# ---- block 1 ----
Block 1, ports around the boundary:
Pins as bars across the die edge, other pins in grey.
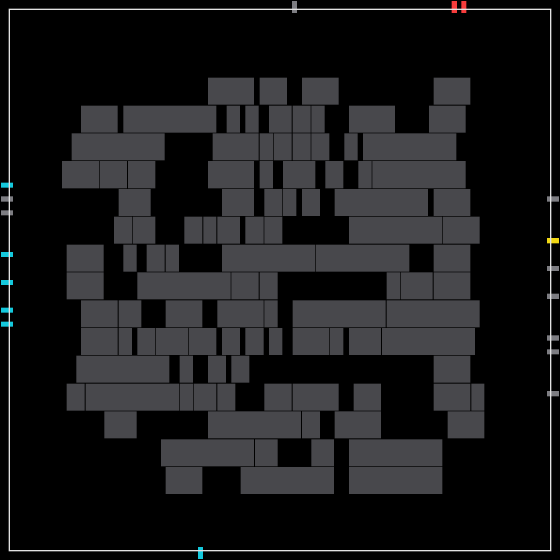

$ cat config.mk
export PLATFORM = sky130hd
export DESIGN_NAME = wm8731_clk_gen_flat
export DESIGN_NICKNAME = d
export VERILOG_FILES = /design/src/rtl/wm8731_clk_gen_if.sv /design/src/rtl/wm8731_clk_gen.sv /design/src/flat_wrapper.sv
export SDC_FILE = /design/constraint.sdc
export NUM_CORES = 1
export LEC_CHECK = 0
export ABC_AREA = 0
export CORE_MARGIN = 5
export CORE_UTILIZATION = 50
export DETAILED_ROUTE_END_ITERATION = 16
export PLACE_DENSITY = 0.78
export SYNTH_ARGS = -nofsm -noshare
export SYNTH_HDL_FRONTEND = slang
export SYNTH_SLANG_ARGS = --single-unit
$ cat constraint.sdc
create_clock -name Clk -period 4.57 [get_ports Clk]
set_input_delay 0.914 -clock Clk [delete_from_list [all_inputs] [get_ports Clk]]
set_output_delay 0.914 -clock Clk [all_outputs]
set_load 0.01 [all_outputs]
$ cat src/rtl/wm8731_clk_gen_if.sv
// WM8731 clock generator bus: enable request in, codec clocks and
// Clk-domain timing strobes out.
//
// Handshake: Enable is a level request, not a pulse. The generator samples
// it on every Clk edge. Raising it starts a frame on the next edge. Dropping
// it only takes effect at the end of the current frame, and Busy stays high
// until that frame has finished. All outputs are registered. Each strobe
// (BclkRise, BclkFall, FrameStart) is a single Clk cycle wide and is to be
// consumed in the Clk domain.
interface wm8731_clk_gen_if #(
  parameter int BITS_PER_FRAME = 64
);
  localparam int IDX_W = ($clog2(BITS_PER_FRAME) > 1) ? $clog2(BITS_PER_FRAME) : 1;

  logic             Enable;
  logic             Mclk;
  logic             Bclk;
  logic             Lrck;
  logic             BclkRise;
  logic             BclkFall;
  logic             FrameStart;
  logic [IDX_W-1:0] BitIdx;
  logic             Busy;
  logic [1:0]       DbgState;

  modport master (
    input  Enable,
    output Mclk, Bclk, Lrck, BclkRise, BclkFall, FrameStart, BitIdx, Busy, DbgState
  );

  modport slave (
    output Enable,
    input  Mclk, Bclk, Lrck, BclkRise, BclkFall, FrameStart, BitIdx, Busy, DbgState
  );
endinterface

$ cat src/rtl/wm8731_clk_gen.sv
// WM8731 clock/timing generator. Mclk is a free-running divided clock.
// Bclk and Lrck are started at a frame boundary and stopped only after a
// whole frame has completed. Strobes let Clk-domain logic track the codec
// clocks without a second clock domain.
module wm8731_clk_gen #(
  parameter int MCLK_HALF      = 2,
  parameter int BCLK_HALF      = 8,
  parameter int BITS_PER_FRAME = 64
) (
  input  logic             Clk,
  input  logic             Rst,
  wm8731_clk_gen_if.master bus
);
  localparam int MW = ($clog2(MCLK_HALF) > 1) ? $clog2(MCLK_HALF) : 1;
  localparam int BW = ($clog2(BCLK_HALF) > 1) ? $clog2(BCLK_HALF) : 1;
  localparam int IW = ($clog2(BITS_PER_FRAME) > 1) ? $clog2(BITS_PER_FRAME) : 1;

  localparam logic [MW-1:0] MCLK_TC  = MW'(MCLK_HALF - 1);
  localparam logic [BW-1:0] BCLK_TC  = BW'(BCLK_HALF - 1);
  localparam logic [IW-1:0] IDX_LAST = IW'(BITS_PER_FRAME - 1);
  localparam logic [IW-1:0] IDX_HALF = IW'(BITS_PER_FRAME / 2);

  typedef enum logic [1:0] {
    IDLE  = 2'd0,
    RUN   = 2'd1,
    DRAIN = 2'd2
  } state_t;

  state_t        state, state_next;
  logic [MW-1:0] mclk_cnt;
  logic [BW-1:0] bclk_cnt;
  logic          bclk_tc;
  logic          fall_evt;
  logic          wrap_evt;
  logic          start_evt;
  logic          frame_evt;
  logic [IW-1:0] idx_next;

  assign bus.DbgState = state;

  // Next-state decode. A frame boundary restarts framing unless the
  // generator is draining with Enable still low, in which case it stops.
  always_comb begin
    state_next = state;
    start_evt  = 1'b0;
    frame_evt  = 1'b0;
    bclk_tc    = (bclk_cnt == BCLK_TC);
    fall_evt   = (state != IDLE) && bclk_tc && bus.Bclk;
    wrap_evt   = fall_evt && (bus.BitIdx == IDX_LAST);
    idx_next   = wrap_evt ? '0 : bus.BitIdx + IW'(1);
    case (state)
      IDLE: begin
        if (bus.Enable) begin
          state_next = RUN;
          start_evt  = 1'b1;
        end
      end
      RUN: begin
        frame_evt = wrap_evt;
        if (!bus.Enable) state_next = DRAIN;
      end
      DRAIN: begin
        if (bus.Enable) begin
          state_next = RUN;
          frame_evt  = wrap_evt;
        end else if (wrap_evt) begin
          state_next = IDLE;
        end
      end
      default: state_next = IDLE;
    endcase
  end

  // State register plus the registered Busy flag.
  always_ff @(posedge Clk or posedge Rst) begin
    if (Rst) begin
      state    <= IDLE;
      bus.Busy <= 1'b0;
    end else begin
      state    <= state_next;
      bus.Busy <= (state_next != IDLE);
    end
  end

  // Mclk divider, free-running in every state.
  always_ff @(posedge Clk or posedge Rst) begin
    if (Rst) begin
      mclk_cnt <= '0;
      bus.Mclk <= 1'b0;
    end else if (mclk_cnt == MCLK_TC) begin
      mclk_cnt <= '0;
      bus.Mclk <= ~bus.Mclk;
    end else begin
      mclk_cnt <= mclk_cnt + MW'(1);
    end
  end

  // Bclk divider, bit index, Lrck and strobes. Everything is held at zero
  // in IDLE. The stop edge falls out of the normal wrap path with
  // FrameStart suppressed.
  always_ff @(posedge Clk or posedge Rst) begin
    if (Rst) begin
      bclk_cnt       <= '0;
      bus.Bclk       <= 1'b0;
      bus.Lrck       <= 1'b0;
      bus.BitIdx     <= '0;
      bus.BclkRise   <= 1'b0;
      bus.BclkFall   <= 1'b0;
      bus.FrameStart <= 1'b0;
    end else begin
      bus.BclkRise   <= 1'b0;
      bus.BclkFall   <= 1'b0;
      if (state == IDLE) begin
        bclk_cnt       <= '0;
        bus.Bclk       <= 1'b0;
        bus.Lrck       <= 1'b0;
        bus.BitIdx     <= '0;
        bus.FrameStart <= start_evt;
      end else begin
        if (bclk_tc) begin
          bclk_cnt     <= '0;
          bus.Bclk     <= ~bus.Bclk;
          bus.BclkRise <= ~bus.Bclk;
          bus.BclkFall <= bus.Bclk;
        end else begin
          bclk_cnt <= bclk_cnt + BW'(1);
        end
        if (fall_evt) begin
          bus.BitIdx <= idx_next;
          bus.Lrck   <= (idx_next >= IDX_HALF);
        end
        bus.FrameStart <= frame_evt;
      end
    end
  end
endmodule

$ cat src/flat_wrapper.sv
// flat-port wrapper written by rule: the top's interface ports become plain ports
module wm8731_clk_gen_flat 
#(
  parameter int MCLK_HALF      = 2,
  parameter int BCLK_HALF      = 8,
  parameter int BITS_PER_FRAME = 64
)
  (Clk, Rst, bus_Enable, bus_Mclk, bus_Bclk, bus_Lrck, bus_BclkRise, bus_BclkFall, bus_FrameStart, bus_BitIdx, bus_Busy, bus_DbgState);
  wm8731_clk_gen_if #(.BITS_PER_FRAME(BITS_PER_FRAME)) bus_i ();
  input  logic Clk;
  input  logic Rst;
  input wire logic [$bits(bus_i.Enable)-1:0] bus_Enable;
  output wire logic [$bits(bus_i.Mclk)-1:0] bus_Mclk;
  output wire logic [$bits(bus_i.Bclk)-1:0] bus_Bclk;
  output wire logic [$bits(bus_i.Lrck)-1:0] bus_Lrck;
  output wire logic [$bits(bus_i.BclkRise)-1:0] bus_BclkRise;
  output wire logic [$bits(bus_i.BclkFall)-1:0] bus_BclkFall;
  output wire logic [$bits(bus_i.FrameStart)-1:0] bus_FrameStart;
  output wire logic [$bits(bus_i.BitIdx)-1:0] bus_BitIdx;
  output wire logic [$bits(bus_i.Busy)-1:0] bus_Busy;
  output wire logic [$bits(bus_i.DbgState)-1:0] bus_DbgState;
  assign bus_i.Enable = bus_Enable;
  assign bus_Mclk = bus_i.Mclk;
  assign bus_Bclk = bus_i.Bclk;
  assign bus_Lrck = bus_i.Lrck;
  assign bus_BclkRise = bus_i.BclkRise;
  assign bus_BclkFall = bus_i.BclkFall;
  assign bus_FrameStart = bus_i.FrameStart;
  assign bus_BitIdx = bus_i.BitIdx;
  assign bus_Busy = bus_i.Busy;
  assign bus_DbgState = bus_i.DbgState;
  wm8731_clk_gen #(.MCLK_HALF(MCLK_HALF), .BCLK_HALF(BCLK_HALF), .BITS_PER_FRAME(BITS_PER_FRAME)) u_core (.Clk(Clk), .Rst(Rst), .bus(bus_i));
endmodule
# ---- block 2 ----
### src/rtl/fp_add_align_stage.sv
// -----------------------------------------------------------------------------
// fp_add_align_stage
//
// Pre-add alignment stage of the floating-point adder. It feeds the
// carry-lookahead mantissa adder directly.
// Two operand pairs {sign, exp, man} arrive over a valid/ready handshake.
// The stage orders them by magnitude and right-aligns the smaller significand,
// folding the bits shifted out into the sticky bit. It then presents
// adder-ready operands together with the carry-in, exponent, sign and
// special-case flags.
//
// Pipeline: stage 1 registers the unpack/compare/swap results. Stage 2
// registers the aligned operands. Both stages stall under full backpressure.
// ADD_W must be at least MAN_W+4 so that {hidden, man, G, R, S} fits.
//
// Ports
//   i_clk      clock, rising edge
//   i_rst_n    asynchronous active-low reset
//   i_valid    upstream operand pair valid
//   o_ready    stage can accept a pair this cycle
//   i_op_a     operand A {sign, exp, man}
//   i_op_b     operand B {sign, exp, man}
//   o_valid    aligned result valid
//   i_ready    downstream adder accepts
//   o_a        larger-magnitude significand, aligned {pad, hidden, man, G, R, S}
//   o_b        smaller significand, shifted, inverted on effective subtract
//   o_c_in     adder carry-in (1 on effective subtract)
//   o_exp      larger operand's effective exponent
//   o_sign     result sign
//   o_eff_sub  operand signs differ
//   o_nan      either operand NaN, or Inf minus Inf
//   o_inf      result infinite (non-NaN)
// -----------------------------------------------------------------------------
module fp_add_align_stage #(
   parameter int EXP_W = 8,
   parameter int MAN_W = 23,
   parameter int ADD_W = 32
) (
   input  logic                 i_clk,
   input  logic                 i_rst_n,
   input  logic                 i_valid,
   output logic                 o_ready,
   input  logic [EXP_W+MAN_W:0] i_op_a,
   input  logic [EXP_W+MAN_W:0] i_op_b,
   output logic                 o_valid,
   input  logic                 i_ready,
   output logic [ADD_W-1:0]     o_a,
   output logic [ADD_W-1:0]     o_b,
   output logic                 o_c_in,
   output logic [EXP_W-1:0]     o_exp,
   output logic                 o_sign,
   output logic                 o_eff_sub,
   output logic                 o_nan,
   output logic                 o_inf
);

   localparam int SIG_W = MAN_W + 1;   // hidden bit + stored mantissa
   localparam int GRS_W = MAN_W + 4;   // significand plus guard, round, sticky
   localparam logic [EXP_W-1:0] EXP_ONE = EXP_W'(1);

   // Place a significand in the adder word with G/R/S cleared and zero padding.
   function automatic logic [ADD_W-1:0] place_sig(input logic [SIG_W-1:0] sig);
      logic [ADD_W-1:0] res;
      res = '0;
      res[GRS_W-1:0] = {sig, 3'b000};
      return res;
   endfunction

   // Right-shift a significand by diff. Every bit that falls off the bottom is
   // ORed into the sticky bit. A shift of GRS_W or more leaves only the sticky
   // bit, because the shift yields zero and the loss mask covers every bit.
   function automatic logic [ADD_W-1:0] align_shift(input logic [SIG_W-1:0] sig,
                                                    input logic [EXP_W-1:0] diff);
      logic [GRS_W-1:0] wide;
      logic [GRS_W-1:0] kept;
      logic [GRS_W-1:0] lost_mask;
      logic [ADD_W-1:0] res;
      wide      = {sig, 3'b000};
      kept      = wide >> diff;
      lost_mask = ~({GRS_W{1'b1}} << diff);
      res       = '0;
      res[GRS_W-1:0] = {kept[GRS_W-1:1], kept[0] | (|(wide & lost_mask))};
      return res;
   endfunction

   // Handshake
   logic w_adv1, w_adv2;
   logic r_vld_p1, r_vld_p2;

   assign w_adv2  = ~r_vld_p2 | i_ready;
   assign w_adv1  = ~r_vld_p1 | w_adv2;
   assign o_ready = w_adv1;
   assign o_valid = r_vld_p2;

   // Unpack
   logic             w_sign_a, w_sign_b;
   logic [EXP_W-1:0] w_exp_a, w_exp_b;
   logic [MAN_W-1:0] w_man_a, w_man_b;
   logic             w_hid_a, w_hid_b;
   logic [EXP_W-1:0] w_eexp_a, w_eexp_b;

   assign {w_sign_a, w_exp_a, w_man_a} = i_op_a;
   assign {w_sign_b, w_exp_b, w_man_b} = i_op_b;
   assign w_hid_a  = |w_exp_a;
   assign w_hid_b  = |w_exp_b;
   // Denormals and zero share effective exponent 1 with no hidden bit.
   assign w_eexp_a = w_hid_a ? w_exp_a : EXP_ONE;
   assign w_eexp_b = w_hid_b ? w_exp_b : EXP_ONE;

   // Magnitude order: swap only on strictly greater B, so ties keep A on top.
   logic             w_swap;
   logic [SIG_W-1:0] w_sig_l, w_sig_s;
   logic [EXP_W-1:0] w_exp_l, w_exp_s;
   logic             w_sign_l;

   assign w_swap   = {w_eexp_b, w_hid_b, w_man_b} > {w_eexp_a, w_hid_a, w_man_a};
   assign w_sig_l  = w_swap ? {w_hid_b, w_man_b} : {w_hid_a, w_man_a};
   assign w_sig_s  = w_swap ? {w_hid_a, w_man_a} : {w_hid_b, w_man_b};
   assign w_exp_l  = w_swap ? w_eexp_b : w_eexp_a;
   assign w_exp_s  = w_swap ? w_eexp_a : w_eexp_b;
   assign w_sign_l = w_swap ? w_sign_b : w_sign_a;

   // Specials. An Inf can never lose the magnitude compare to a finite value,
   // so the larger operand's sign is already the Inf's sign whenever o_inf is set.
   logic w_max_a, w_max_b;
   logic w_nan_a, w_nan_b, w_inf_a, w_inf_b;
   logic w_eff_sub, w_nan, w_inf;

   assign w_max_a   = &w_exp_a;
   assign w_max_b   = &w_exp_b;
   assign w_nan_a   = w_max_a & (|w_man_a);
   assign w_nan_b   = w_max_b & (|w_man_b);
   assign w_inf_a   = w_max_a & ~(|w_man_a);
   assign w_inf_b   = w_max_b & ~(|w_man_b);
   assign w_eff_sub = w_sign_a ^ w_sign_b;
   assign w_nan     = w_nan_a | w_nan_b | (w_inf_a & w_inf_b & w_eff_sub);
   assign w_inf     = ~w_nan & (w_inf_a | w_inf_b);

   // ---- stage 1 boundary: ordered operands, exponent difference, flags ----
   logic [SIG_W-1:0] r_sig_l_p1, r_sig_s_p1;
   logic [EXP_W-1:0] r_exp_p1, r_diff_p1;
   logic             r_sign_p1, r_eff_sub_p1, r_nan_p1, r_inf_p1;

   always_ff @(posedge i_clk or negedge i_rst_n) begin
      if (!i_rst_n) begin
         r_vld_p1     <= 1'b0;
         r_sig_l_p1   <= '0;
         r_sig_s_p1   <= '0;
         r_exp_p1     <= '0;
         r_diff_p1    <= '0;
         r_sign_p1    <= 1'b0;
         r_eff_sub_p1 <= 1'b0;
         r_nan_p1     <= 1'b0;
         r_inf_p1     <= 1'b0;
      end else if (w_adv1) begin
         r_vld_p1 <= i_valid;
         if (i_valid) begin
            r_sig_l_p1   <= w_sig_l;
            r_sig_s_p1   <= w_sig_s;
            r_exp_p1     <= w_exp_l;
            r_diff_p1    <= w_exp_l - w_exp_s;
            r_sign_p1    <= w_sign_l;
            r_eff_sub_p1 <= w_eff_sub;
            r_nan_p1     <= w_nan;
            r_inf_p1     <= w_inf;
         end
      end
   end

   // Alignment of the smaller significand; subtract uses ~b + 1 in the adder.
   logic [ADD_W-1:0] w_shifted;

   assign w_shifted = align_shift(r_sig_s_p1, r_diff_p1);

   // ---- stage 2 boundary: adder-ready operands ----
   logic [ADD_W-1:0] r_a_p2, r_b_p2;
   logic [EXP_W-1:0] r_exp_p2;
   logic             r_c_in_p2, r_sign_p2, r_eff_sub_p2, r_nan_p2, r_inf_p2;

   always_ff @(posedge i_clk or negedge i_rst_n) begin
      if (!i_rst_n) begin
         r_vld_p2     <= 1'b0;
         r_a_p2       <= '0;
         r_b_p2       <= '0;
         r_c_in_p2    <= 1'b0;
         r_exp_p2     <= '0;
         r_sign_p2    <= 1'b0;
         r_eff_sub_p2 <= 1'b0;
         r_nan_p2     <= 1'b0;
         r_inf_p2     <= 1'b0;
      end else if (w_adv2) begin
         r_vld_p2 <= r_vld_p1;
         if (r_vld_p1) begin
            r_a_p2       <= place_sig(r_sig_l_p1);
            r_b_p2       <= r_eff_sub_p1 ? ~w_shifted : w_shifted;
            r_c_in_p2    <= r_eff_sub_p1;
            r_exp_p2     <= r_exp_p1;
            r_sign_p2    <= r_sign_p1;
            r_eff_sub_p2 <= r_eff_sub_p1;
            r_nan_p2     <= r_nan_p1;
            r_inf_p2     <= r_inf_p1;
         end
      end
   end

   assign o_a       = r_a_p2;
   assign o_b       = r_b_p2;
   assign o_c_in    = r_c_in_p2;
   assign o_exp     = r_exp_p2;
   assign o_sign    = r_sign_p2;
   assign o_eff_sub = r_eff_sub_p2;
   assign o_nan     = r_nan_p2;
   assign o_inf     = r_inf_p2;

endmodule

### config.mk
export PLATFORM = sky130hd
export DESIGN_NAME = fp_add_align_stage
export DESIGN_NICKNAME = d
export VERILOG_FILES = /design/src/rtl/fp_add_align_stage.sv
export SDC_FILE = /design/constraint.sdc
export NUM_CORES = 1
export LEC_CHECK = 0
export CAP_MARGIN = 25
export CORE_UTILIZATION = 45
export DETAILED_ROUTE_END_ITERATION = 12
export PLACE_DENSITY = 0.8
export SYNTH_ARGS = -nofsm -noshare
export SYNTH_HDL_FRONTEND = slang
export SYNTH_SLANG_ARGS = --single-unit
### constraint.sdc
create_clock -name i_clk -period 3 [get_ports i_clk]
set_input_delay 0.9 -clock i_clk [delete_from_list [all_inputs] [get_ports i_clk]]
set_output_delay 0.9 -clock i_clk [all_outputs]
set_load 0.01 [all_outputs]

==> screenshots <==
Signal wires by layer.
Two of the layers only.
(a)
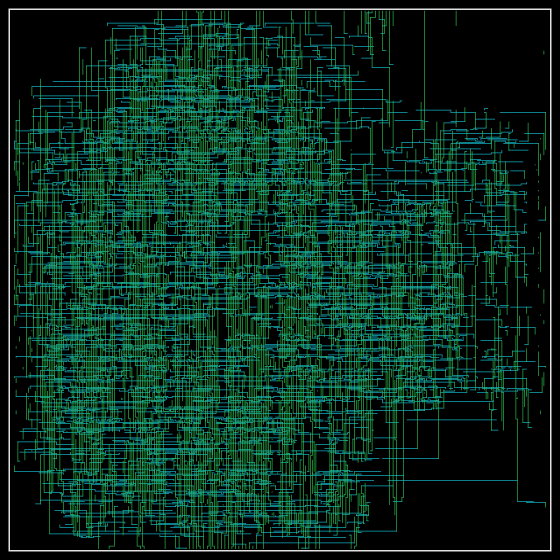
(b)
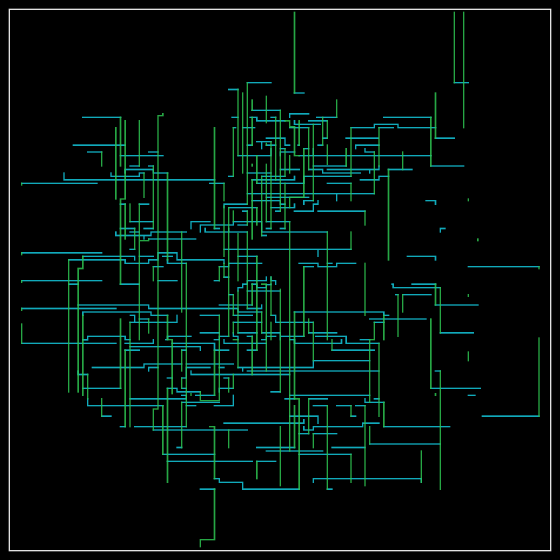
Of these, most wire: (a)
For block 1, see (b).
For block 2, see (a).

Block 1, register map, names as in the netlist:
Bar = 20 µm. Other sequential cells in the stronger grey, the rest of the logic in the fainter grey.
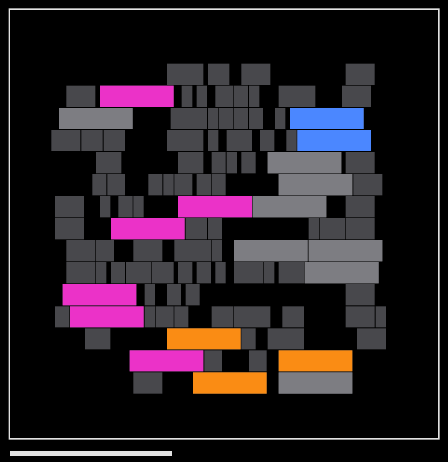
`u_core.bus.DbgState`: in blue, placed flops 2. `u_core.bus.BitIdx`: in magenta, placed flops 6. `u_core.bclk_cnt`: in orange, placed flops 3.
Another 8 sequential cells are not coloured.

Notes on 'ports around the boundary' of block 1 above:
`bus_DbgState`: in red, pins 2, direction output, edge top. `bus_FrameStart`: in yellow, pins 1, direction output, edge right. `bus_BitIdx`: in cyan, pins 6, direction output, edge 5 left, 1 bottom.
All pins by edge: 7 left, 7 right, 3 top, 1 bottom.

==> impl_metrics.yaml, block 1 <==
# physical design summary
run_status:
  status: "finished clean"
place:
  post-dp-hpwl_um: 1140
  port_buffers: 17
floorplan:
  fp_util: 0.531
  core_um2: 1730
  die_y_um: 52.8
  fp-row-count: 15
power:
  power.total_w: 0.000461
  clk-power_w: 0.0000855
  ir_drop_uv: 194
  p_clk_frac: 0.185
final_timing:
  rsz0062_at_grt: "false"
drt:
  met3WireLength_um: 105
  wire_per_inst_um: 12.2
  drt-pass1-iter-count: 5
final_layout:
  fin_cells: 131
  final_common_cell: "dfrtp_1"
synth:
  edf_count: 0
  syn_inst: 88
  aoi_share: 0.139
  topCellsByArea: "dfrtp_1 52%, ha_1 9.5%, a21oi_1 4.4%"
critical_path:
  r2r_slack_ns: 2.74
  crit_family: "buffers and inverters"
  start_kind: "flip-flop"
  cp_cell_sequence: "clkdlybuf4s50_1"
  startpoint: "u_core.bus.Bclk$_DFFE_PP0P_"
global_routing:
  grt_use_total: 0.143
  grt_pass1_vias: 678
  grt_max_degree: 20
  antenna_found_initial: 0
clock_tree:
  cts_sinks: 19
-- block 1: layout make-up --
| cell class | count | area [µm²] |
|---|---|---|
| Sequential cell | 19 | 475 |
| Fill cell | 164 | 608 |
| Timing Repair Buffer | 17 | 170 |
| Clock buffer | 4 | 26.3 |
| Inverter | 5 | 18.8 |
| Tap cell | 25 | 31.3 |
| Multi-Input combinational cell | 61 | 397 |
Block 2, ports around the boundary:
Pins as bars across the die edge, other pins in grey.
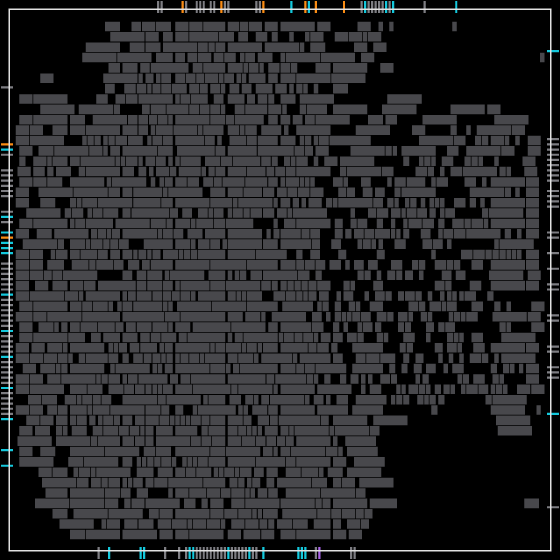
`o_a`: in cyan, pins 32, direction output, edge 13 left, 11 bottom, 6 top, 2 right. `o_ready`: in purple, pins 1, direction output, edge bottom. `o_exp`: in orange, pins 8, direction output, edge 6 top, 2 left.
All pins by edge: 51 left, 35 bottom, 32 top, 29 right.

==> impl_metrics.yaml, block 2 <==
# physical design summary
floorplan:
  fp-row-count: 50
critical_path:
  rr_startpoint: "r_diff_p1[0]$_DFFE_PN0P_"
flow_run:
  warnings: 29
final_layout:
  final_cell_mix: "158 x buf_4, 141 x nand2_1, 132 x dfrtp_1"
  inverters: 41
  drive_gt1_frac: 0.334
  final_common_cell: "buf_4"
power:
  p_clk_frac: 0.262
  power.total_w: 0.00854
global_routing:
  antenna_found_initial: 0
  grt_pass1_wl_um: 49000
final_timing:
  setup_viol: 65
  tightestPinTransition_ns: 1.03
  postLayoutSetupSlackWorst_ns: -1.27
clock_tree:
  ctsHoldBuffers: 0
  insertion_delay_ns: 0.44
synth:
  logic_family: "simple AND/OR/NAND/NOR gates"
run_status:
  status: "finished with violations"
  violations: "negative setup slack"
drt:
  dr_wl_met2_um: 16600
[block 2: flip-flops by register name (all words and copies together), names as in the netlist]
| name | flops |
|---|---|
| r_eff_sub_p1 | 1 |
| o_inf | 1 |
| o_b | 28 |
| r_inf_p1 | 1 |
| o_valid | 1 |
| o_sign | 1 |
| o_a | 24 |
| o_nan | 1 |
| r_exp_p1 | 8 |
| r_sign_p1 | 1 |
| r_vld_p1 | 1 |
| r_diff_p1 | 8 |
| r_sig_l_p1 | 24 |
| o_exp | 8 |
| r_sig_s_p1 | 24 |
| r_nan_p1 | 1 |

# ---- block 3 ----
Block 3, ports around the boundary:
Pins as bars across the die edge, other pins in grey.
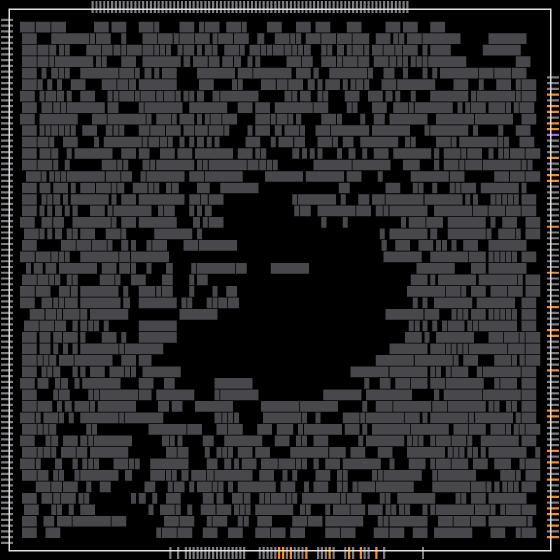

==> config.mk <==
export PLATFORM = sky130hd
export DESIGN_NAME = data_memory_arbiter
export DESIGN_NICKNAME = d
export VERILOG_FILES = /design/src/rtl/data_memory_arbiter.sv
export SDC_FILE = /design/constraint.sdc
export NUM_CORES = 1
export LEC_CHECK = 0
export ABC_AREA = 1
export CAP_MARGIN = 20
export CORE_MARGIN = 2
export CORE_UTILIZATION = 42
export DETAILED_ROUTE_END_ITERATION = 8
export PLACE_DENSITY = 0.85
export SLEW_MARGIN = 20
export SYNTH_ARGS = -nofsm -noshare
export SYNTH_HDL_FRONTEND = slang
export SYNTH_SLANG_ARGS = --single-unit
==> constraint.sdc <==
create_clock -name clk_i -period 5 [get_ports clk_i]
set_input_delay 0.75 -clock clk_i [delete_from_list [all_inputs] [get_ports clk_i]]
set_output_delay 0.75 -clock clk_i [all_outputs]
set_load 0.01 [all_outputs]
==> src/rtl/data_memory_arbiter.sv <==
// Two-port arbiter sharing the single-port data_memory between the core LSU (port 0)
// and the DMA/debug port (port 1); one access per two-cycle slot.
//
// state | meaning
// IDLE  | waiting for a request; ready follows the combinational grant
// SERVE | memory access in flight for owner_q; response issued on the closing edge
module data_memory_arbiter #(
    parameter int ADDR_W     = 32,
    parameter int DATA_W     = 32,
    parameter bit FIXED_PRIO = 1'b0
) (
    input  logic              clk_i,
    input  logic              rst_i,
    input  logic              req_valid_0_i,
    input  logic              req_write_0_i,
    input  logic [ADDR_W-1:0] req_addr_0_i,
    input  logic [DATA_W-1:0] req_wdata_0_i,
    input  logic              req_valid_1_i,
    input  logic              req_write_1_i,
    input  logic [ADDR_W-1:0] req_addr_1_i,
    input  logic [DATA_W-1:0] req_wdata_1_i,
    output logic              req_ready_0_o,
    output logic              req_ready_1_o,
    output logic              resp_valid_0_o,
    output logic              resp_valid_1_o,
    output logic [DATA_W-1:0] resp_rdata_0_o,
    output logic [DATA_W-1:0] resp_rdata_1_o,
    output logic              mem_read_enable_o,
    output logic              mem_write_enable_o,
    output logic [ADDR_W-1:0] mem_address_o,
    output logic [DATA_W-1:0] mem_write_data_o,
    input  logic [DATA_W-1:0] mem_read_data_i
);

    localparam logic [0:0] IDLE  = 1'b0;
    localparam logic [0:0] SERVE = 1'b1;

    logic [0:0]        state_q, state_d;
    logic              last_grant_q, last_grant_d;
    logic              owner_q, owner_d;
    logic              mem_re_q, mem_re_d;
    logic              mem_we_q, mem_we_d;
    logic [ADDR_W-1:0] mem_addr_q, mem_addr_d;
    logic [DATA_W-1:0] mem_wdata_q, mem_wdata_d;
    logic              resp_valid_0_q, resp_valid_0_d;
    logic              resp_valid_1_q, resp_valid_1_d;
    logic [DATA_W-1:0] resp_rdata_0_q, resp_rdata_0_d;
    logic [DATA_W-1:0] resp_rdata_1_q, resp_rdata_1_d;

    logic              grant_0, grant_1;
    logic              ready_0, ready_1;
    logic [DATA_W-1:0] resp_data;

    // Port 0 takes a tie when fixed priority is on or port 1 was served last.
    always_comb begin
        grant_0 = req_valid_0_i & (~req_valid_1_i | FIXED_PRIO | last_grant_q);
        grant_1 = req_valid_1_i & ~grant_0;
        ready_0 = (state_q == IDLE) & grant_0;
        ready_1 = (state_q == IDLE) & grant_1;
    end

    always_comb begin
        state_d        = state_q;
        last_grant_d   = last_grant_q;
        owner_d        = owner_q;
        mem_re_d       = mem_re_q;
        mem_we_d       = mem_we_q;
        mem_addr_d     = mem_addr_q;
        mem_wdata_d    = mem_wdata_q;
        resp_valid_0_d = 1'b0;
        resp_valid_1_d = 1'b0;
        resp_rdata_0_d = resp_rdata_0_q;
        resp_rdata_1_d = resp_rdata_1_q;
        resp_data      = mem_we_q ? '0 : mem_read_data_i;

        case (state_q)
            IDLE: begin
                if (ready_1) begin
                    state_d      = SERVE;
                    last_grant_d = 1'b1;
                    owner_d      = 1'b1;
                    mem_re_d     = ~req_write_1_i;
                    mem_we_d     = req_write_1_i;
                    mem_addr_d   = req_addr_1_i;
                    mem_wdata_d  = req_wdata_1_i;
                end else if (ready_0) begin
                    state_d      = SERVE;
                    last_grant_d = 1'b0;
                    owner_d      = 1'b0;
                    mem_re_d     = ~req_write_0_i;
                    mem_we_d     = req_write_0_i;
                    mem_addr_d   = req_addr_0_i;
                    mem_wdata_d  = req_wdata_0_i;
                end
            end
            default: begin
                state_d     = IDLE;
                mem_re_d    = 1'b0;
                mem_we_d    = 1'b0;
                mem_addr_d  = '0;
                mem_wdata_d = '0;
                if (owner_q) begin
                    resp_valid_1_d = 1'b1;
                    resp_rdata_1_d = resp_data;
                end else begin
                    resp_valid_0_d = 1'b1;
                    resp_rdata_0_d = resp_data;
                end
            end
        endcase
    end

    always_ff @(posedge clk_i or posedge rst_i) begin
        if (rst_i) begin
            state_q        <= IDLE;
            last_grant_q   <= 1'b1;
            owner_q        <= 1'b0;
            mem_re_q       <= 1'b0;
            mem_we_q       <= 1'b0;
            mem_addr_q     <= '0;
            mem_wdata_q    <= '0;
            resp_valid_0_q <= 1'b0;
            resp_valid_1_q <= 1'b0;
            resp_rdata_0_q <= '0;
            resp_rdata_1_q <= '0;
        end else begin
            state_q        <= state_d;
            last_grant_q   <= last_grant_d;
            owner_q        <= owner_d;
            mem_re_q       <= mem_re_d;
            mem_we_q       <= mem_we_d;
            mem_addr_q     <= mem_addr_d;
            mem_wdata_q    <= mem_wdata_d;
            resp_valid_0_q <= resp_valid_0_d;
            resp_valid_1_q <= resp_valid_1_d;
            resp_rdata_0_q <= resp_rdata_0_d;
            resp_rdata_1_q <= resp_rdata_1_d;
        end
    end

    assign req_ready_0_o      = ready_0;
    assign req_ready_1_o      = ready_1;
    assign resp_valid_0_o     = resp_valid_0_q;
    assign resp_valid_1_o     = resp_valid_1_q;
    assign resp_rdata_0_o     = resp_rdata_0_q;
    assign resp_rdata_1_o     = resp_rdata_1_q;
    assign mem_read_enable_o  = mem_re_q;
    assign mem_write_enable_o = mem_we_q;
    assign mem_address_o      = mem_addr_q;
    assign mem_write_data_o   = mem_wdata_q;

endmodule

# ---- block 4 ----
==> config.mk <==
export PLATFORM = sky130hd
export DESIGN_NAME = issue_ctrl
export DESIGN_NICKNAME = d
export VERILOG_FILES = /design/src/rtl/issue_ctrl_pkg.sv /design/src/rtl/issue_ctrl_hazard_check.sv /design/src/rtl/issue_ctrl.sv
export SDC_FILE = /design/constraint.sdc
export NUM_CORES = 1
export LEC_CHECK = 0
export CORE_UTILIZATION = 45
export CTS_BUF_LIST = sky130_fd_sc_hd__clkbuf_16
export DETAILED_ROUTE_END_ITERATION = 10
export DONT_BUFFER_PORTS = 1
export PLACE_DENSITY = 0.67
export SLEW_MARGIN = 15
export SYNTH_ARGS = -nofsm -noshare
export SYNTH_HDL_FRONTEND = slang
export SYNTH_SLANG_ARGS = --single-unit
export TNS_END_PERCENT = 50
==> constraint.sdc <==
create_clock -name clock_i -period 5.75 [get_ports clock_i]
set_input_delay 0.8625 -clock clock_i [delete_from_list [all_inputs] [get_ports clock_i]]
set_output_delay 0.8625 -clock clock_i [all_outputs]
set_load 0.02 [all_outputs]
==> src/rtl/issue_ctrl_pkg.sv <==
// Shared definitions for the dual-issue controller: register-address width,
// FSM state encoding and the per-slot decode bundle.
package issue_ctrl_pkg;

  localparam int REG_AW   = 5;
  localparam int NUM_REGS = 32;

  typedef logic [REG_AW-1:0] reg_addr_t;

  typedef enum logic {
    ST_PAIR = 1'b0,
    ST_HALF = 1'b1
  } state_e;

  typedef struct packed {
    logic      valid;
    reg_addr_t rs1;
    reg_addr_t rs2;
    reg_addr_t rd;
    logic      use_rs1;
    logic      use_rs2;
    logic      rd_we;
    logic      is_mem;
  } slot_t;

  // Younger slot depends on the older one when it reads or rewrites the
  // older slot's destination; x0 never creates a dependency.
  function automatic logic pair_dep(slot_t s0, slot_t s1);
    logic hit;
    hit = (s1.use_rs1 && (s1.rs1 == s0.rd)) ||
          (s1.use_rs2 && (s1.rs2 == s0.rd)) ||
          (s1.rd_we   && (s1.rd  == s0.rd));
    return s0.rd_we && (s0.rd != '0) && hit;
  endfunction

endpackage

==> src/rtl/issue_ctrl_hazard_check.sv <==
// Per-slot hazard detect against the scoreboard, with same-cycle writeback
// bypass: a register being written back this cycle is treated as free.
module hazard_check
  import issue_ctrl_pkg::*;
(
  input  logic                valid_i,
  input  logic [REG_AW-1:0]   rs1_i,
  input  logic [REG_AW-1:0]   rs2_i,
  input  logic [REG_AW-1:0]   rd_i,
  input  logic                use_rs1_i,
  input  logic                use_rs2_i,
  input  logic                rd_we_i,
  input  logic [NUM_REGS-1:0] busy_i,
  input  logic                wb_we0_i,
  input  logic [REG_AW-1:0]   wb_addr0_i,
  input  logic                wb_we1_i,
  input  logic [REG_AW-1:0]   wb_addr1_i,
  output logic                hazard_o
);

  logic [NUM_REGS-1:0] busy_eff;

  // Mask out registers retiring this cycle, then test the used operands.
  always_comb begin
    busy_eff = busy_i;
    if (wb_we0_i) busy_eff[wb_addr0_i] = 1'b0;
    if (wb_we1_i) busy_eff[wb_addr1_i] = 1'b0;
    hazard_o = valid_i &&
               ((use_rs1_i && busy_eff[rs1_i]) ||
                (use_rs2_i && busy_eff[rs2_i]) ||
                (rd_we_i && (rd_i != '0) && busy_eff[rd_i]));
  end

endmodule

==> src/rtl/issue_ctrl.sv <==
// In-order dual-issue controller with a 32-entry register scoreboard.
//
//   state   | meaning
//   --------+-------------------------------------------------------
//   ST_PAIR | both decode slots pending (or decode empty)
//   ST_HALF | slot 0 already issued, slot 1 still waiting to issue
module issue_ctrl
  import issue_ctrl_pkg::*;
(
  input  logic                clock_i,
  input  logic                reset_i,
  input  logic                valid0_i,
  input  logic                valid1_i,
  input  logic [REG_AW-1:0]   rs1_0_i,
  input  logic [REG_AW-1:0]   rs2_0_i,
  input  logic [REG_AW-1:0]   rd_0_i,
  input  logic [REG_AW-1:0]   rs1_1_i,
  input  logic [REG_AW-1:0]   rs2_1_i,
  input  logic [REG_AW-1:0]   rd_1_i,
  input  logic                use_rs1_0_i,
  input  logic                use_rs2_0_i,
  input  logic                rd_we_0_i,
  input  logic                use_rs1_1_i,
  input  logic                use_rs2_1_i,
  input  logic                rd_we_1_i,
  input  logic                is_mem0_i,
  input  logic                is_mem1_i,
  input  logic [REG_AW-1:0]   wb_addr0_i,
  input  logic [REG_AW-1:0]   wb_addr1_i,
  input  logic                wb_we0_i,
  input  logic                wb_we1_i,
  input  logic                exec_stall_i,
  input  logic                flush_i,
  output logic                issue0_o,
  output logic                issue1_o,
  output logic                stall_o,
  output logic [NUM_REGS-1:0] busy_o
);

  state_e              state_q, state_d;
  logic [NUM_REGS-1:0] busy_q, busy_d;
  slot_t               slot0, slot1;
  logic                hazard0, hazard1;
  logic                mem_conflict, dep01, can_go;

  assign slot0 = '{valid: valid0_i, rs1: rs1_0_i, rs2: rs2_0_i, rd: rd_0_i,
                   use_rs1: use_rs1_0_i, use_rs2: use_rs2_0_i,
                   rd_we: rd_we_0_i, is_mem: is_mem0_i};
  assign slot1 = '{valid: valid1_i, rs1: rs1_1_i, rs2: rs2_1_i, rd: rd_1_i,
                   use_rs1: use_rs1_1_i, use_rs2: use_rs2_1_i,
                   rd_we: rd_we_1_i, is_mem: is_mem1_i};

  hazard_check u_hz0 (
    .valid_i(slot0.valid), .rs1_i(slot0.rs1), .rs2_i(slot0.rs2), .rd_i(slot0.rd),
    .use_rs1_i(slot0.use_rs1), .use_rs2_i(slot0.use_rs2), .rd_we_i(slot0.rd_we),
    .busy_i(busy_q), .wb_we0_i(wb_we0_i), .wb_addr0_i(wb_addr0_i),
    .wb_we1_i(wb_we1_i), .wb_addr1_i(wb_addr1_i), .hazard_o(hazard0)
  );

  hazard_check u_hz1 (
    .valid_i(slot1.valid), .rs1_i(slot1.rs1), .rs2_i(slot1.rs2), .rd_i(slot1.rd),
    .use_rs1_i(slot1.use_rs1), .use_rs2_i(slot1.use_rs2), .rd_we_i(slot1.rd_we),
    .busy_i(busy_q), .wb_we0_i(wb_we0_i), .wb_addr0_i(wb_addr0_i),
    .wb_we1_i(wb_we1_i), .wb_addr1_i(wb_addr1_i), .hazard_o(hazard1)
  );

  // Only one memory unit, so two memory ops never go together.
  assign mem_conflict = slot0.is_mem & slot1.is_mem;
  assign dep01        = pair_dep(slot0, slot1);
  assign can_go       = !exec_stall_i && !flush_i && !reset_i;

  // State register.
  always_ff @(posedge clock_i) begin
    if (reset_i) state_q <= ST_PAIR;
    else         state_q <= state_d;
  end

  // Next state: split a pair into HALF when only slot 0 goes.
  always_comb begin
    state_d = state_q;
    if (flush_i) begin
      state_d = ST_PAIR;
    end else if (state_q == ST_HALF) begin
      if (issue1_o) state_d = ST_PAIR;
    end else begin
      if (issue0_o && !issue1_o && valid1_i) state_d = ST_HALF;
    end
  end

  // Issue and stall outputs; all forced low during reset and flush.
  always_comb begin
    issue0_o = 1'b0;
    issue1_o = 1'b0;
    stall_o  = 1'b0;
    if (state_q == ST_HALF) begin
      issue1_o = !hazard1 && can_go;
      stall_o  = !issue1_o && !flush_i && !reset_i;
    end else begin
      issue0_o = valid0_i && !hazard0 && can_go;
      issue1_o = issue0_o && valid1_i && !hazard1 && !mem_conflict && !dep01;
      stall_o  = valid0_i && !(issue0_o && (issue1_o || !valid1_i)) &&
                 !flush_i && !reset_i;
    end
  end

  // Scoreboard next value: writebacks clear first so a new issue wins.
  always_comb begin
    busy_d = busy_q;
    if (wb_we0_i) busy_d[wb_addr0_i] = 1'b0;
    if (wb_we1_i) busy_d[wb_addr1_i] = 1'b0;
    if (issue0_o && rd_we_0_i) busy_d[rd_0_i] = 1'b1;
    if (issue1_o && rd_we_1_i) busy_d[rd_1_i] = 1'b1;
    busy_d[0] = 1'b0;
  end

  // Scoreboard register.
  always_ff @(posedge clock_i) begin
    if (reset_i) busy_q <= '0;
    else         busy_q <= busy_d;
  end

  assign busy_o = busy_q;

endmodule

Block 4, clock nets:
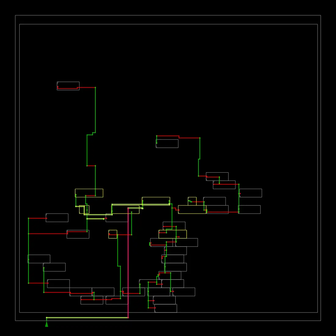
final clock skew: 0.00759 ns
Num CTS Buffers: 5
number of clock-tree buffers in the layout: 5
flop count: 32
P_clk: 0.000270 W

==> impl_metrics.yaml, block 4 <==
# physical design summary
global_routing:
  grt_util_met1: 0.499
  use_met2: 0.539
synth:
  syn_area_um2: 4400
  ys_cells: 579
  ys_types: 79
  simple_gate_share: 0.308
  ys_sh_adder: 0
  synthArstFlopShare: 0
  synth_warnings: 0
clock_tree:
  h-tree-depth: 2
  root_buffer: "clkbuf_16"
final_layout:
  final_nets: 611
  inverters: 16
  fillers: 911
  regArea_um2: 641
critical_path:
  cp_cell_sequence: "nand2_1 -> o221ai_1 -> nor3b_1 -> a311oi_1 -> a211oi_1 -> nor4_1 -> o31ai_1 -> nand2b_1 -> nand2_1 -> o32ai_1"
  critPathArrivalTime_ns: 4.21
  crit_type: "in -> out"
drt:
  drc: 0
  first_iter_violations: 825
  drt-pass1-iter-count: 11
final_timing:
  tns_ns: 0
  tightestPinTransition_ns: 1.24
  fin_crit_ns: 5.07
  slew_headroom: 0.171
  post-route-period-util: 0.882
power:
  power_frac_seq: 0.362
  p_comb_frac: 0.200
  p_sw_w: 0.000179
  powerSeq_w: 0.000223
floorplan:
  pin_count: 91
  dieArea_um2: 10200
worst_hold_path:
  hold_class: "reg -> reg"
run_status:
  status: "finished clean"
place:
  postPlaceCellArea_um2: 4500
  routabilityCongestion: 1.06
  post-dp-hpwl_um: 14200
-- block 4: worst paths after layout --
| kind | start | endpoint | cells past startpoint |
|---|---|---|---|
| max | wb_addr1_i[1] | stall_o | 10 |
| min reg2reg | state_q$_SDFF_PP0_ | state_q$_SDFF_PP0_ | 2 |
| max reg2reg | busy_o[18]$_SDFF_PP0_ | busy_o[27]$_SDFF_PP0_ | 10 |
| min | state_q$_SDFF_PP0_ | state_q$_SDFF_PP0_ | 2 |
-- block 4: flip-flops by register name, summed over array words and instances (netlist names) --
register,flops
state_q,1
busy_o,31
Block 3, placement by cell class:
Fill, decap, tap and diode cells in grey.
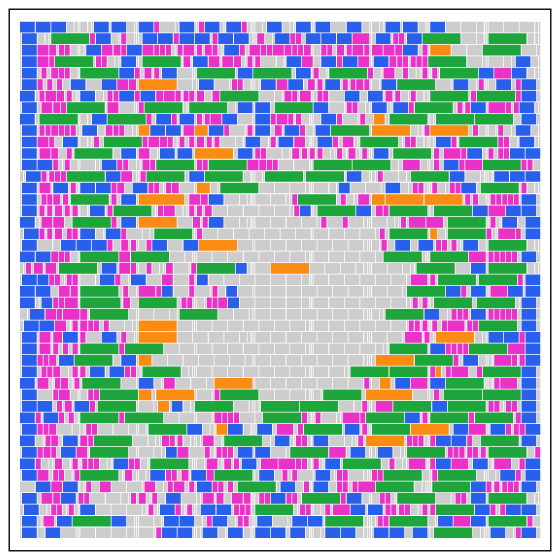
clock drivers and dummy loads: in orange, cells 32. remaining logic cells: in magenta, cells 606. remaining buffers and delay cells: in blue, cells 310. sequential cells: in green, cells 135.

Block 3, clock nets:
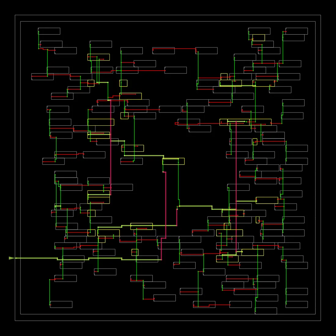
Num CTS Buffers: 17
flop count: 135
P_clk: 0.00124 W

About 'ports around the boundary' of block 3:
`resp_valid_0_o`: in purple, pins 1, direction output, edge right. `mem_read_data_i`: in orange, pins 32, direction input, edge 24 right, 8 bottom.
All pins by edge: 92 left, 82 top, 81 right, 45 bottom.

==> impl_metrics.yaml, block 3 <==
# physical design summary
clock_tree:
  cts_tree: "yes"
  cts_sinks: 135
  insertion_delay_ns: 0.41
  post_cts_buffers: 0
  cts_resized: 0
critical_path:
  critPathArrivalTime_ns: 2.43
  startpoint: "req_valid_1_i"
  crit_path_end: "req_ready_1_o"
  crit_family: "buffers and inverters"
  crit_type: "in -> out"
  r2r_slack_ns: 2.86
  r2r_end: "mem_address_o[21]$_DFFE_PP0P_"
  rr_startpoint: "state_q$_DFF_PP0_"
  r2r_cells: 7
  cp_cell_sequence: "clkdlybuf4s50_1 -> nand2_1 -> nand2_2 -> nand2_2 -> inv_1 -> clkdlybuf4s50_1"
power:
  power_density_nw_per_um2: 415
  top_power_group: "registers"
  sw_frac_of_total: 0.306
synth:
  synth_warnings: 0
  syn_avg_cell_area_um2: 8.16
  synth_seq_share: 0.525
  syn_area_um2: 6440
  synth-main-ff-cell: "dfrtp_1"
  logic_family: "simple AND/OR/NAND/NOR gates"
  topCellsByArea: "dfrtp_1 52%, nand2_1 17%, nand3b_1 7.5%"
worst_hold_path:
  hold_class: "reg -> reg"
place:
  port_buffers: 299
  dp.cells: 1239
  routabilityCongestion: 0.829
drt:
  drt-total-wl_um: 19600
  wire_per_inst_um: 15.4
  drc: 0
  met3WireLength_um: 1710
run_status:
  status: "finished clean"
floorplan:
  pin_count: 300
  fp_util: 0.427
global_routing:
  grt_pass1_vias: 6062
  use_met2: 0.411
  grt_util_met1: 0.289
  grt_use_total: 0.243
  grt_max_degree: 112
final_layout:
  antenna_cells: 0
## block 3: synthesized netlist by cell type (2+ instances only)
cell type  instances
buf_1              7
clkbuf_1          17
inv_2              2
nand3_1           65
dfrtp_1          134
mux2_2            32
nand2_1          298
buf_2             24
nand3b_1          64
nor2_1            37
inv_1            103
o21ai_0            2
## block 3: area by class of cell
class | count | area [µm²] | area share
tap | 188 | 235 | 0.0232
sequential | 135 | 3380 | 0.333
inverter | 105 | 402 | 0.0396
clock buffer | 19 | 443 | 0.0436
timing repair buffer | 310 | 3080 | 0.303
multi-input combinational | 501 | 2470 | 0.244
clock inverter | 13 | 146 | 0.0144


## Gallery

Selected gate families.
picture 1
Bar = 50 µm.
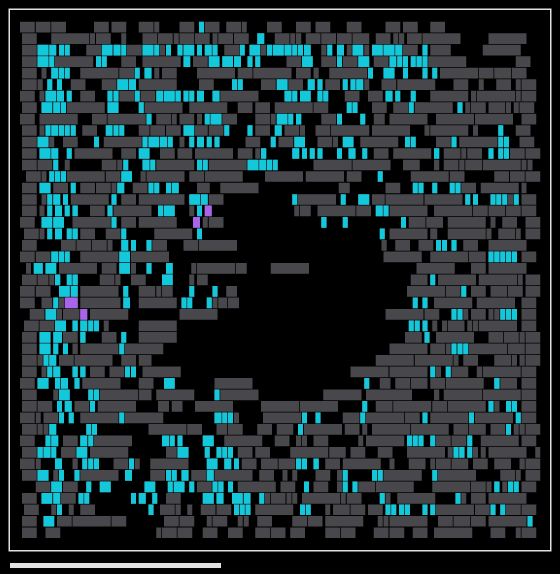
picture 2
Bar = 20 µm.
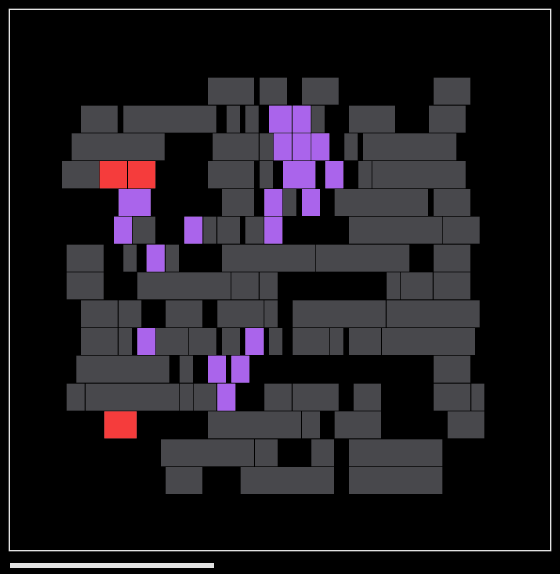
picture 3
Bar = 50 µm.
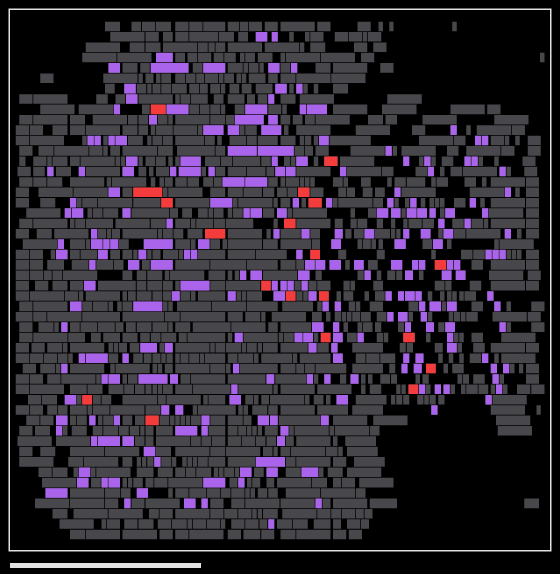
picture 4
Bar = 20 µm.
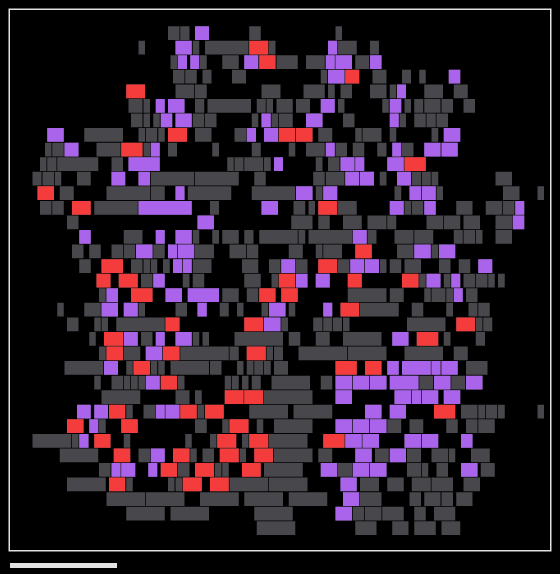
The one with the most cells is picture 3.
The one with the largest die is picture 3.
block 4: picture 4
block 1: picture 2
block 2: picture 3
block 3: picture 1

Key to picture 4:
non-inverting ao/oa cells: in red, cells 59, most used a221o_1. aoi and oai cells: in purple, cells 134, most used o221ai_1.

Power and IR drop assume default switching activity.
